=== block 1 ===
### Track usage over the die, block 1

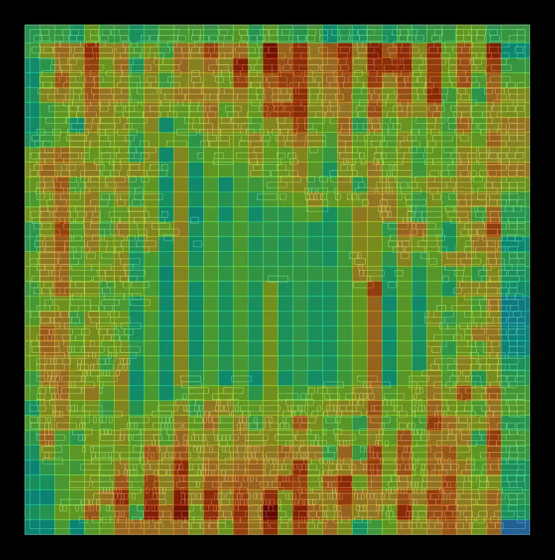

==> src/rtl/aes_stream_feeder.sv <==
// AES-128 core wrapper: packs four 32-bit words into a block, sequences the core through
// reset/start/wait-done and streams the ciphertext back. Optional timeout: AES_FEEDER_TIMEOUT_EN.
module aes_stream_feeder #(
   parameter int unsigned TIMEOUT_CYCLES = 1024,
   parameter int unsigned CNT_W          = 16
) (
   input  logic             clk,
   input  logic             rst,
   input  logic             key_load,
   input  logic [127:0]     key_in,
   input  logic             in_valid,
   output logic             in_ready,
   input  logic [31:0]      in_data,
   output logic             out_valid,
   input  logic             out_ready,
   output logic [31:0]      out_data,
   output logic             core_rst,
   output logic             core_start,
   output logic [127:0]     core_key,
   output logic [127:0]     core_plaintext,
   input  logic             core_done,
   input  logic [127:0]     core_ciphertext,
   output logic [CNT_W-1:0] blocks_done,
   output logic             err
);

   typedef enum logic [2:0] {StFill, StCoreRst, StStart, StWaitDone, StDrain, StErr} state_e;

   state_e             state_q, state_d;
   logic [1:0]         word_cnt_q, word_cnt_d;
   logic [1:0]         out_idx_q, out_idx_d;
   logic [127:0]       key_q, key_d;
   logic [127:0]       pt_q, pt_d;
   logic [127:0]       ct_q, ct_d;
   logic [CNT_W-1:0]   blocks_q, blocks_d;
   logic               in_ready_q, in_ready_d;
   logic               out_valid_q, out_valid_d;
   logic               core_rst_q, core_rst_d;
   logic               core_start_q, core_start_d;

   if (TIMEOUT_CYCLES == 0) begin : g_bad_timeout
      $error("TIMEOUT_CYCLES must be nonzero");
   end

`ifdef AES_FEEDER_TIMEOUT_EN
   localparam int unsigned WAIT_W = $clog2(TIMEOUT_CYCLES + 1);
   logic [WAIT_W-1:0] wait_q, wait_d;
   logic              err_q, err_d;
`endif

   always_comb begin
      state_d    = state_q;
      word_cnt_d = word_cnt_q;
      out_idx_d  = out_idx_q;
      key_d      = key_q;
      pt_d       = pt_q;
      ct_d       = ct_q;
      blocks_d   = blocks_q;
`ifdef AES_FEEDER_TIMEOUT_EN
      wait_d     = wait_q;
`endif
      unique case (state_q)
         StFill: begin
            if (key_load) key_d = key_in;
            if (in_valid) begin
               // ~cnt selects the 32-bit lane from the top: word 0 lands in [127:96]
               pt_d[{~word_cnt_q, 5'd0} +: 32] = in_data;
               word_cnt_d = word_cnt_q + 2'd1;
               if (word_cnt_q == 2'd3) state_d = StCoreRst;
            end
         end
         StCoreRst: state_d = StStart;
         StStart: begin
            state_d = StWaitDone;
`ifdef AES_FEEDER_TIMEOUT_EN
            wait_d  = '0;
`endif
         end
         StWaitDone: begin
            if (core_done) begin
               ct_d      = core_ciphertext;
               out_idx_d = 2'd0;
               state_d   = StDrain;
            end
`ifdef AES_FEEDER_TIMEOUT_EN
            else if (wait_q == WAIT_W'(TIMEOUT_CYCLES - 1)) state_d = StErr;
            else wait_d = wait_q + WAIT_W'(1);
`endif
         end
         StDrain: begin
            if (out_ready) begin
               out_idx_d = out_idx_q + 2'd1;
               if (out_idx_q == 2'd3) begin
                  blocks_d = blocks_q + CNT_W'(1);
                  state_d  = StFill;
               end
            end
         end
`ifdef AES_FEEDER_TIMEOUT_EN
         StErr: state_d = StErr;
`endif
         default: state_d = StFill;
      endcase

      // Outputs are registered from the next state so they are Moore with no decode lag
      in_ready_d   = (state_d == StFill);
      out_valid_d  = (state_d == StDrain);
      core_rst_d   = (state_d == StCoreRst) || (state_d == StErr);
      core_start_d = (state_d == StStart);
`ifdef AES_FEEDER_TIMEOUT_EN
      err_d        = (state_d == StErr);
`endif
   end

   always_ff @(posedge clk or posedge rst) begin
      if (rst) begin
         state_q      <= StFill;
         word_cnt_q   <= 2'd0;
         out_idx_q    <= 2'd0;
         key_q        <= '0;
         pt_q         <= '0;
         ct_q         <= '0;
         blocks_q     <= '0;
         in_ready_q   <= 1'b1;
         out_valid_q  <= 1'b0;
         core_rst_q   <= 1'b1;
         core_start_q <= 1'b0;
`ifdef AES_FEEDER_TIMEOUT_EN
         wait_q       <= '0;
         err_q        <= 1'b0;
`endif
      end else begin
         state_q      <= state_d;
         word_cnt_q   <= word_cnt_d;
         out_idx_q    <= out_idx_d;
         key_q        <= key_d;
         pt_q         <= pt_d;
         ct_q         <= ct_d;
         blocks_q     <= blocks_d;
         in_ready_q   <= in_ready_d;
         out_valid_q  <= out_valid_d;
         core_rst_q   <= core_rst_d;
         core_start_q <= core_start_d;
`ifdef AES_FEEDER_TIMEOUT_EN
         wait_q       <= wait_d;
         err_q        <= err_d;
`endif
      end
   end

   assign in_ready       = in_ready_q;
   assign out_valid      = out_valid_q;
   assign out_data       = ct_q[{~out_idx_q, 5'd0} +: 32];
   assign core_rst       = core_rst_q;
   assign core_start     = core_start_q;
   assign core_key       = key_q;
   assign core_plaintext = pt_q;
   assign blocks_done    = blocks_q;
`ifdef AES_FEEDER_TIMEOUT_EN
   assign err            = err_q;
`else
   assign err            = 1'b0;
`endif

endmodule

==> config.mk <==
export PLATFORM = sky130hd
export DESIGN_NAME = aes_stream_feeder
export DESIGN_NICKNAME = d
export VERILOG_FILES = /design/src/rtl/aes_stream_feeder.sv
export SDC_FILE = /design/constraint.sdc
export NUM_CORES = 1
export LEC_CHECK = 0
export ABC_CLOCK_PERIOD_IN_PS = 17650
export CORE_AREA = 2 2 232 234
export DETAILED_ROUTE_END_ITERATION = 16
export DIE_AREA = 0 0 234 236
export PLACE_DENSITY = 0.61
export SKIP_CTS_REPAIR_TIMING = 1
export SYNTH_ARGS = -nofsm -noshare
export SYNTH_HDL_FRONTEND = slang
export SYNTH_SLANG_ARGS = --single-unit
export TNS_END_PERCENT = 100
==> constraint.sdc <==
create_clock -name clk -period 17.65 [get_ports clk]
set_input_delay 2.6475 -clock clk [delete_from_list [all_inputs] [get_ports clk]]
set_output_delay 2.6475 -clock clk [all_outputs]
set_load 0.01 [all_outputs]
=== block 2 ===
## src/rtl/wrr_pkt_arbiter_pkg.sv

```systemverilog
// Shared types and helpers for the weighted round-robin packet arbiter.
// IDX_W describes the default 8-requester build; modules derive their own index width.
package wrr_pkt_arbiter_pkg;

    typedef enum logic {
        IDLE = 1'b0,
        XFER = 1'b1
    } state_t;

    localparam int REQ_NUM_DEF = 8;
    localparam int IDX_W       = $clog2(REQ_NUM_DEF);

    // A zero weight still grants one packet per turn.
    function automatic int max_one(input int w);
        return (w < 1) ? 1 : w;
    endfunction

endpackage

```

## src/rtl/wrr_pkt_arbiter_rr_pick.sv

```systemverilog
// Combinational rotating-priority picker: first set req after ptr, wrapping modulo REQ_NUM.
// When only req[ptr] is set, ptr itself wins, since it is searched last.
module rr_pick #(
    parameter int REQ_NUM = 8
) (
    input  logic [REQ_NUM-1:0]         req,
    input  logic [$clog2(REQ_NUM)-1:0] ptr,
    output logic [$clog2(REQ_NUM)-1:0] winner,
    output logic                       any
);

    localparam int IW = $clog2(REQ_NUM);

    logic [IW-1:0]      cand [REQ_NUM];
    logic [REQ_NUM-1:0] hit;

    // cand[gi] is the requester at search distance gi+1 from ptr.
    generate
        for (genvar gi = 0; gi < REQ_NUM; gi++) begin : g_rot
            assign cand[gi] = IW'((int'(ptr) + gi + 1) % REQ_NUM);
            assign hit[gi]  = req[cand[gi]];
        end
    endgenerate

    always_comb begin
        winner = ptr;
        for (int k = REQ_NUM - 1; k >= 0; k--) begin
            if (hit[k]) begin
                winner = cand[k];
            end
        end
    end

    assign any = |req;

endmodule

```

## src/rtl/wrr_pkt_arbiter.sv

```systemverilog
// Packet-level weighted round-robin arbiter merging REQ_NUM valid/ready/last streams.
// The granted stream passes combinationally; one IDLE cycle separates packets.
module wrr_pkt_arbiter
    import wrr_pkt_arbiter_pkg::*;
#(
    parameter int REQ_NUM = 8,
    parameter int DATA_W  = 1,
    parameter int WGT_W   = 3
) (
    input  logic                        clk,
    input  logic                        rst_n,
    input  logic [REQ_NUM-1:0]          valid_in,
    input  logic [REQ_NUM*DATA_W-1:0]   data_in,
    input  logic [REQ_NUM-1:0]          last_in,
    output logic [REQ_NUM-1:0]          ready_in,
    input  logic [REQ_NUM*WGT_W-1:0]    weight,
    output logic                        valid_out,
    output logic [DATA_W-1:0]           data_out,
    output logic                        last_out,
    input  logic                        ready_out,
    output logic [$clog2(REQ_NUM)-1:0]  grant_id,
    output logic                        busy
);

    localparam int GID_W = $clog2(REQ_NUM);

    state_t             state_reg, state_next;
    logic [GID_W-1:0]   grant_reg, grant_next;
    logic [GID_W-1:0]   ptr_reg, ptr_next;
    logic [WGT_W-1:0]   credit_reg, credit_next;
    logic [GID_W-1:0]   pick;
    logic               any;
    logic               last_fire;

    rr_pick #(.REQ_NUM(REQ_NUM)) u_pick (
        .req    (valid_in),
        .ptr    (ptr_reg),
        .winner (pick),
        .any    (any)
    );

    assign last_fire = (state_reg == XFER) && valid_out && ready_out && last_out;

    always_comb begin
        state_next  = state_reg;
        grant_next  = grant_reg;
        ptr_next    = ptr_reg;
        credit_next = credit_reg;
        case (state_reg)
            IDLE: begin
                if (any) begin
                    state_next = XFER;
                    // Current holder keeps its turn while credit remains.
                    if ((credit_reg != '0) && valid_in[ptr_reg]) begin
                        grant_next = ptr_reg;
                    end else begin
                        grant_next  = pick;
                        ptr_next    = pick;
                        credit_next = WGT_W'(max_one(int'(weight[pick*WGT_W +: WGT_W])));
                    end
                end
            end
            XFER: begin
                if (last_fire) begin
                    state_next = IDLE;
                    if (credit_reg != '0) begin
                        credit_next = credit_reg - 1'b1;
                    end
                end
            end
        endcase
    end

    always_ff @(posedge clk or negedge rst_n) begin
        if (!rst_n) begin
            state_reg  <= IDLE;
            grant_reg  <= '0;
            ptr_reg    <= GID_W'(REQ_NUM - 1);
            credit_reg <= '0;
        end else begin
            state_reg  <= state_next;
            grant_reg  <= grant_next;
            ptr_reg    <= ptr_next;
            credit_reg <= credit_next;
        end
    end

    always_comb begin
        valid_out = 1'b0;
        data_out  = '0;
        last_out  = 1'b0;
        ready_in  = '0;
        if (state_reg == XFER) begin
            valid_out           = valid_in[grant_reg];
            data_out            = data_in[grant_reg*DATA_W +: DATA_W];
            last_out            = last_in[grant_reg];
            ready_in[grant_reg] = ready_out;
        end
    end

    assign grant_id = grant_reg;
    assign busy     = (state_reg == XFER);

endmodule

```

## config.mk

```make
export PLATFORM = sky130hd
export DESIGN_NAME = wrr_pkt_arbiter
export DESIGN_NICKNAME = d
export VERILOG_FILES = /design/src/rtl/wrr_pkt_arbiter_pkg.sv /design/src/rtl/wrr_pkt_arbiter_rr_pick.sv /design/src/rtl/wrr_pkt_arbiter.sv
export SDC_FILE = /design/constraint.sdc
export NUM_CORES = 1
export LEC_CHECK = 0
export CORE_UTILIZATION = 50
export CTS_CLUSTER_SIZE = 20
export DETAILED_ROUTE_END_ITERATION = 12
export DONT_BUFFER_PORTS = 1
export SYNTH_ARGS = -nofsm -noshare
export SYNTH_HDL_FRONTEND = slang
export SYNTH_SLANG_ARGS = --single-unit
```

## constraint.sdc

```tcl
create_clock -name clk -period 10.48 [get_ports clk]
set_input_delay 2.096 -clock clk [delete_from_list [all_inputs] [get_ports clk]]
set_output_delay 2.096 -clock clk [all_outputs]
set_load 0.02 [all_outputs]
```

### Wiring heat map, block 2

Scale bar: 20 um. The die is cut into 14 by 14 equal tiles; dark blue is low, red is high, scaled to the fullest tile. Values are wire area over tile area, all layers added.
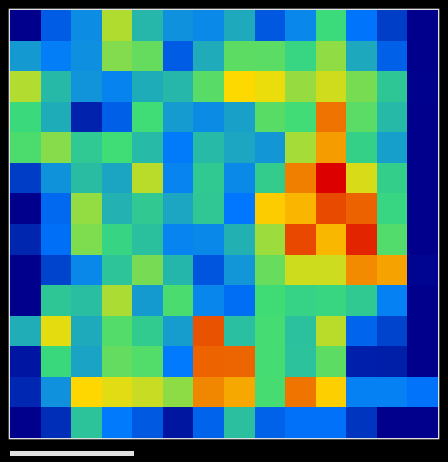
- densest ninth of the die: middle right
- nearly empty tiles: 9.7%
- mean over tiles: 0.18
- fullest tile: 0.45
- emptiest ninth of the die: lower right
DR WL/cell: 18.7 um
WL final: 5590 um
GRT Util Overall: 22.6%

==> qor.yml, block 2 <==
clkCellAreaFrac_pct: 2.00
ys_area_um2: 2260
clkTransAtPathRegs_ns: 0.05
drt_first_pass_iters: 4
status: "completed"
rr_worst_depth: 10
final_cell_count_no_fill: 299
finish.instance_area_um2: 2250
reg2reg_setup_slack_ns: 5.64
ctsHoldBuffers: 0
numCtsBuffers: 3
arrival_ns: 2.85
yosys-top-cells-count: "a221oi_1, nor2_1, a21oi_1, mux2i_1"
die_h_um: 69.3
rr_startpoint: "ptr_reg[0]$_DFFE_PN1P_"
syn-instance-count: 265
antenna_found_initial: 0
cts_tree: "yes"
maxCapViolCount: 0
-- block 2: metal layers --
| metal | wire length, um | up-vias | part of all wire [%] | track usage (%) |
|---|---|---|---|---|
| li1 | - | 1013 | - | - |
| met4 | 27 | 0 | 0.48 | 4.99 |
| met5 | 0 | - | 0 | 0 |
| met1 | 2530 | 1026 | 45 | 31.4 |
| met2 | 2770 | 57 | 49 | 37.4 |
| met3 | 266 | 4 | 4.8 | 3.34 |
-- block 2: worst min-delay path: stages, from the launching register on --
cell	delay [ns]
dfrtp_1	0.34
a21oi_1	0.07
a21oi_1	0.12
-- block 2: kinds of logic (layout without fill, tap and decap cells) --
group	Yosys count	after routing	share of synthesized area, %
multiplexers	47	47	30.7
adder cells (fa/ha/maj)	5	5	2.76
flip-flops	10	10	11.2
AND/OR/NAND/NOR	84	84	17.7
AND-OR/OR-AND	78	78	26.5
XOR/XNOR	7	7	3.31
buffers and inverters	34	16	7.79
### Clock network drawn from the DEF, block 1

Scale bar: 50 um.
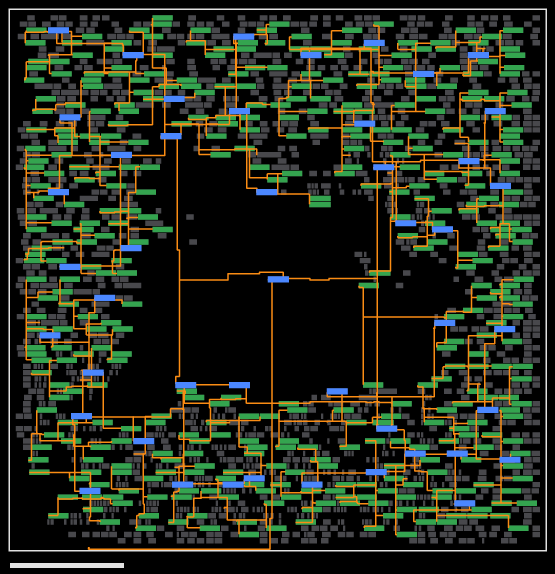
- clock wires: orange (length 5840 um)
- flip-flops: green (count 411)
- clock-net drivers: blue (count 46)
- routed clock nets: 47

## Picture notes: 'Track usage over the die' of block 1
final core occ: 46.5%
grt met1 use: 21.1%

==> qor.yml, block 1 <==
status: "completed"
worst_setup_path_end_kind: "output port"
post_drt_wl_per_cell_um: 19.8
layout_top_cells: "clkdlybuf4s50_1, dfrtp_1, nand2_1"
final-hold-violation-count: 0
ys_seq_share_pct: 62.5
antenna_cells: 1
crit_cells: 3
syn-num-nets: 1555
antenna_found_initial: 5
cts_tree: "yes"
dpl.hpwl_um: 37100
fmax_mhz: 186
cts_root_buf: "clkbuf_16"
clkLatencyLatePin_ns: 0.57
synth_cell_types: 32
slowest_stage: "clkdlybuf4s50_1"
seqCellArea_um2: 10300
clkTransAtPathRegs_ns: 0.06
grt_max_degree: 124
signal_buffers: 613
worst-path-buf-inv: 2
ant_nets: 0
max_stage_delay_ns: 0.60
grt_pass1_wl_um: 75200
chipArea_um2: 55200
rsz0062_at_grt: "no"
==> block 1: metrics by stage <==
step | cells | setup slack [ns] | area (um2) | hold slack (ns)
2_1_floorplan | 1254 | 3.57 | 16500 | 0.474
3_3_place_gp | 2487 | 11.80 | 23100 | 0.462
3_5_place_dp | 2487 | 11.73 | 23100 | 0.469
4_1_cts | 2567 | 12.17 | 24700 | 0.477
5_1_grt | 2568 | 12.00 | 24700 | 0.484
6_report | 2568 | 12.29 | 24700 | 0.471
==> block 1: per-layer routing <==
| layer | up-vias | track usage (%) | wire [um] |
|---|---|---|---|
| met3 | 81 | 5.72 | 4490 |
| met1 | 5792 | 21.1 | 19800 |
| met2 | 410 | 30.4 | 25100 |
| met5 | - | 0 | 45 |
| met4 | 6 | 6.29 | 1340 |
| li1 | 5482 | - | - |
==> block 1: cell families after synthesis <==
logic type | share of synthesized area [%]
other | 0.0228
and+or+nand+nor | 7.73
adders and majority gates | 0.532
muxes | 22.0
DFF | 62.5
xor gates and xnor gates | 0.852
buffers and inverters | 2.18
AOI/OAI and AO/OA | 4.18

==> notes/layouts.md <==
Pictures saved along the way, in no particular order.

Cell classes on the final placement.
picture 1
Scale bar: 50 um.
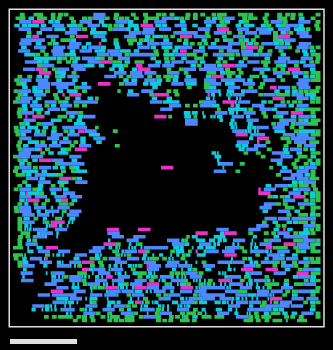
picture 2
Scale bar: 20 um.
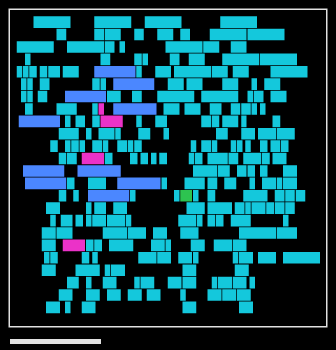
The one with the largest die is picture 1.
The one with the most sequential cells is picture 1.
Picture 2 is block 2.
Picture 1 is block 1.



==> notes/layouts.md <==
Pictures saved along the way, in no particular order.

Logic cells by family.
(a)
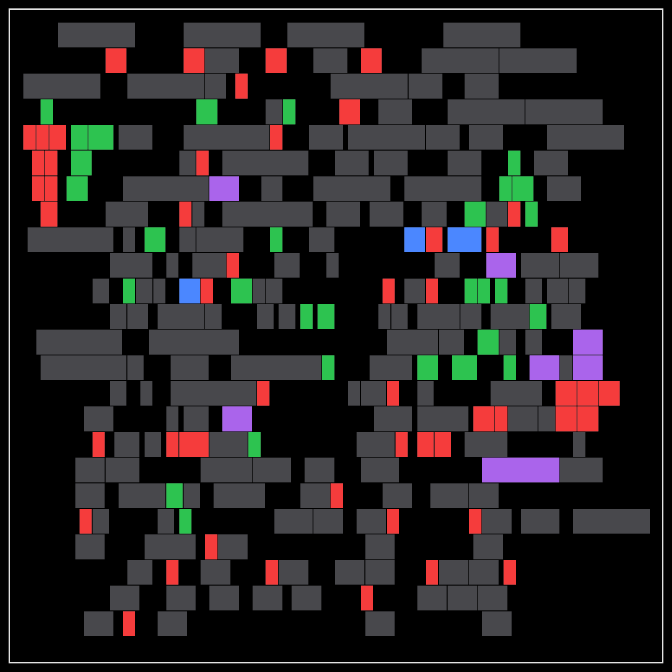
(b)
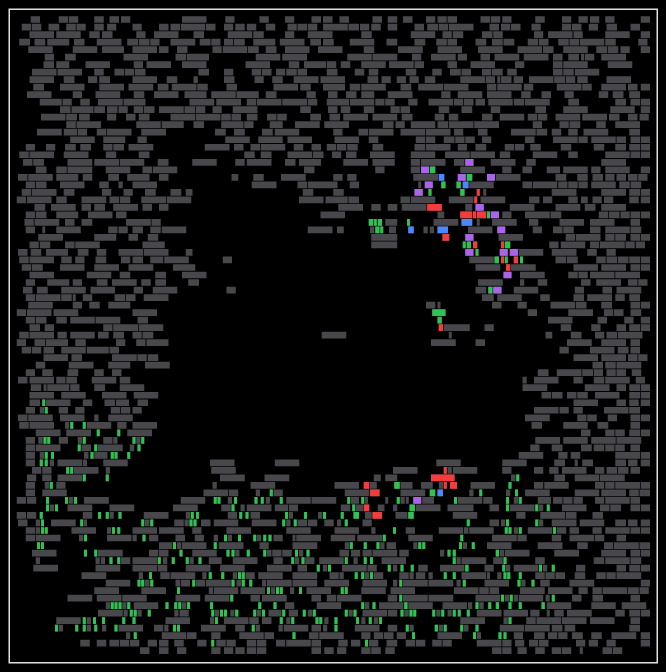
The one with the most cells is (b).
Block 2 is (a).
Block 1 is (b).

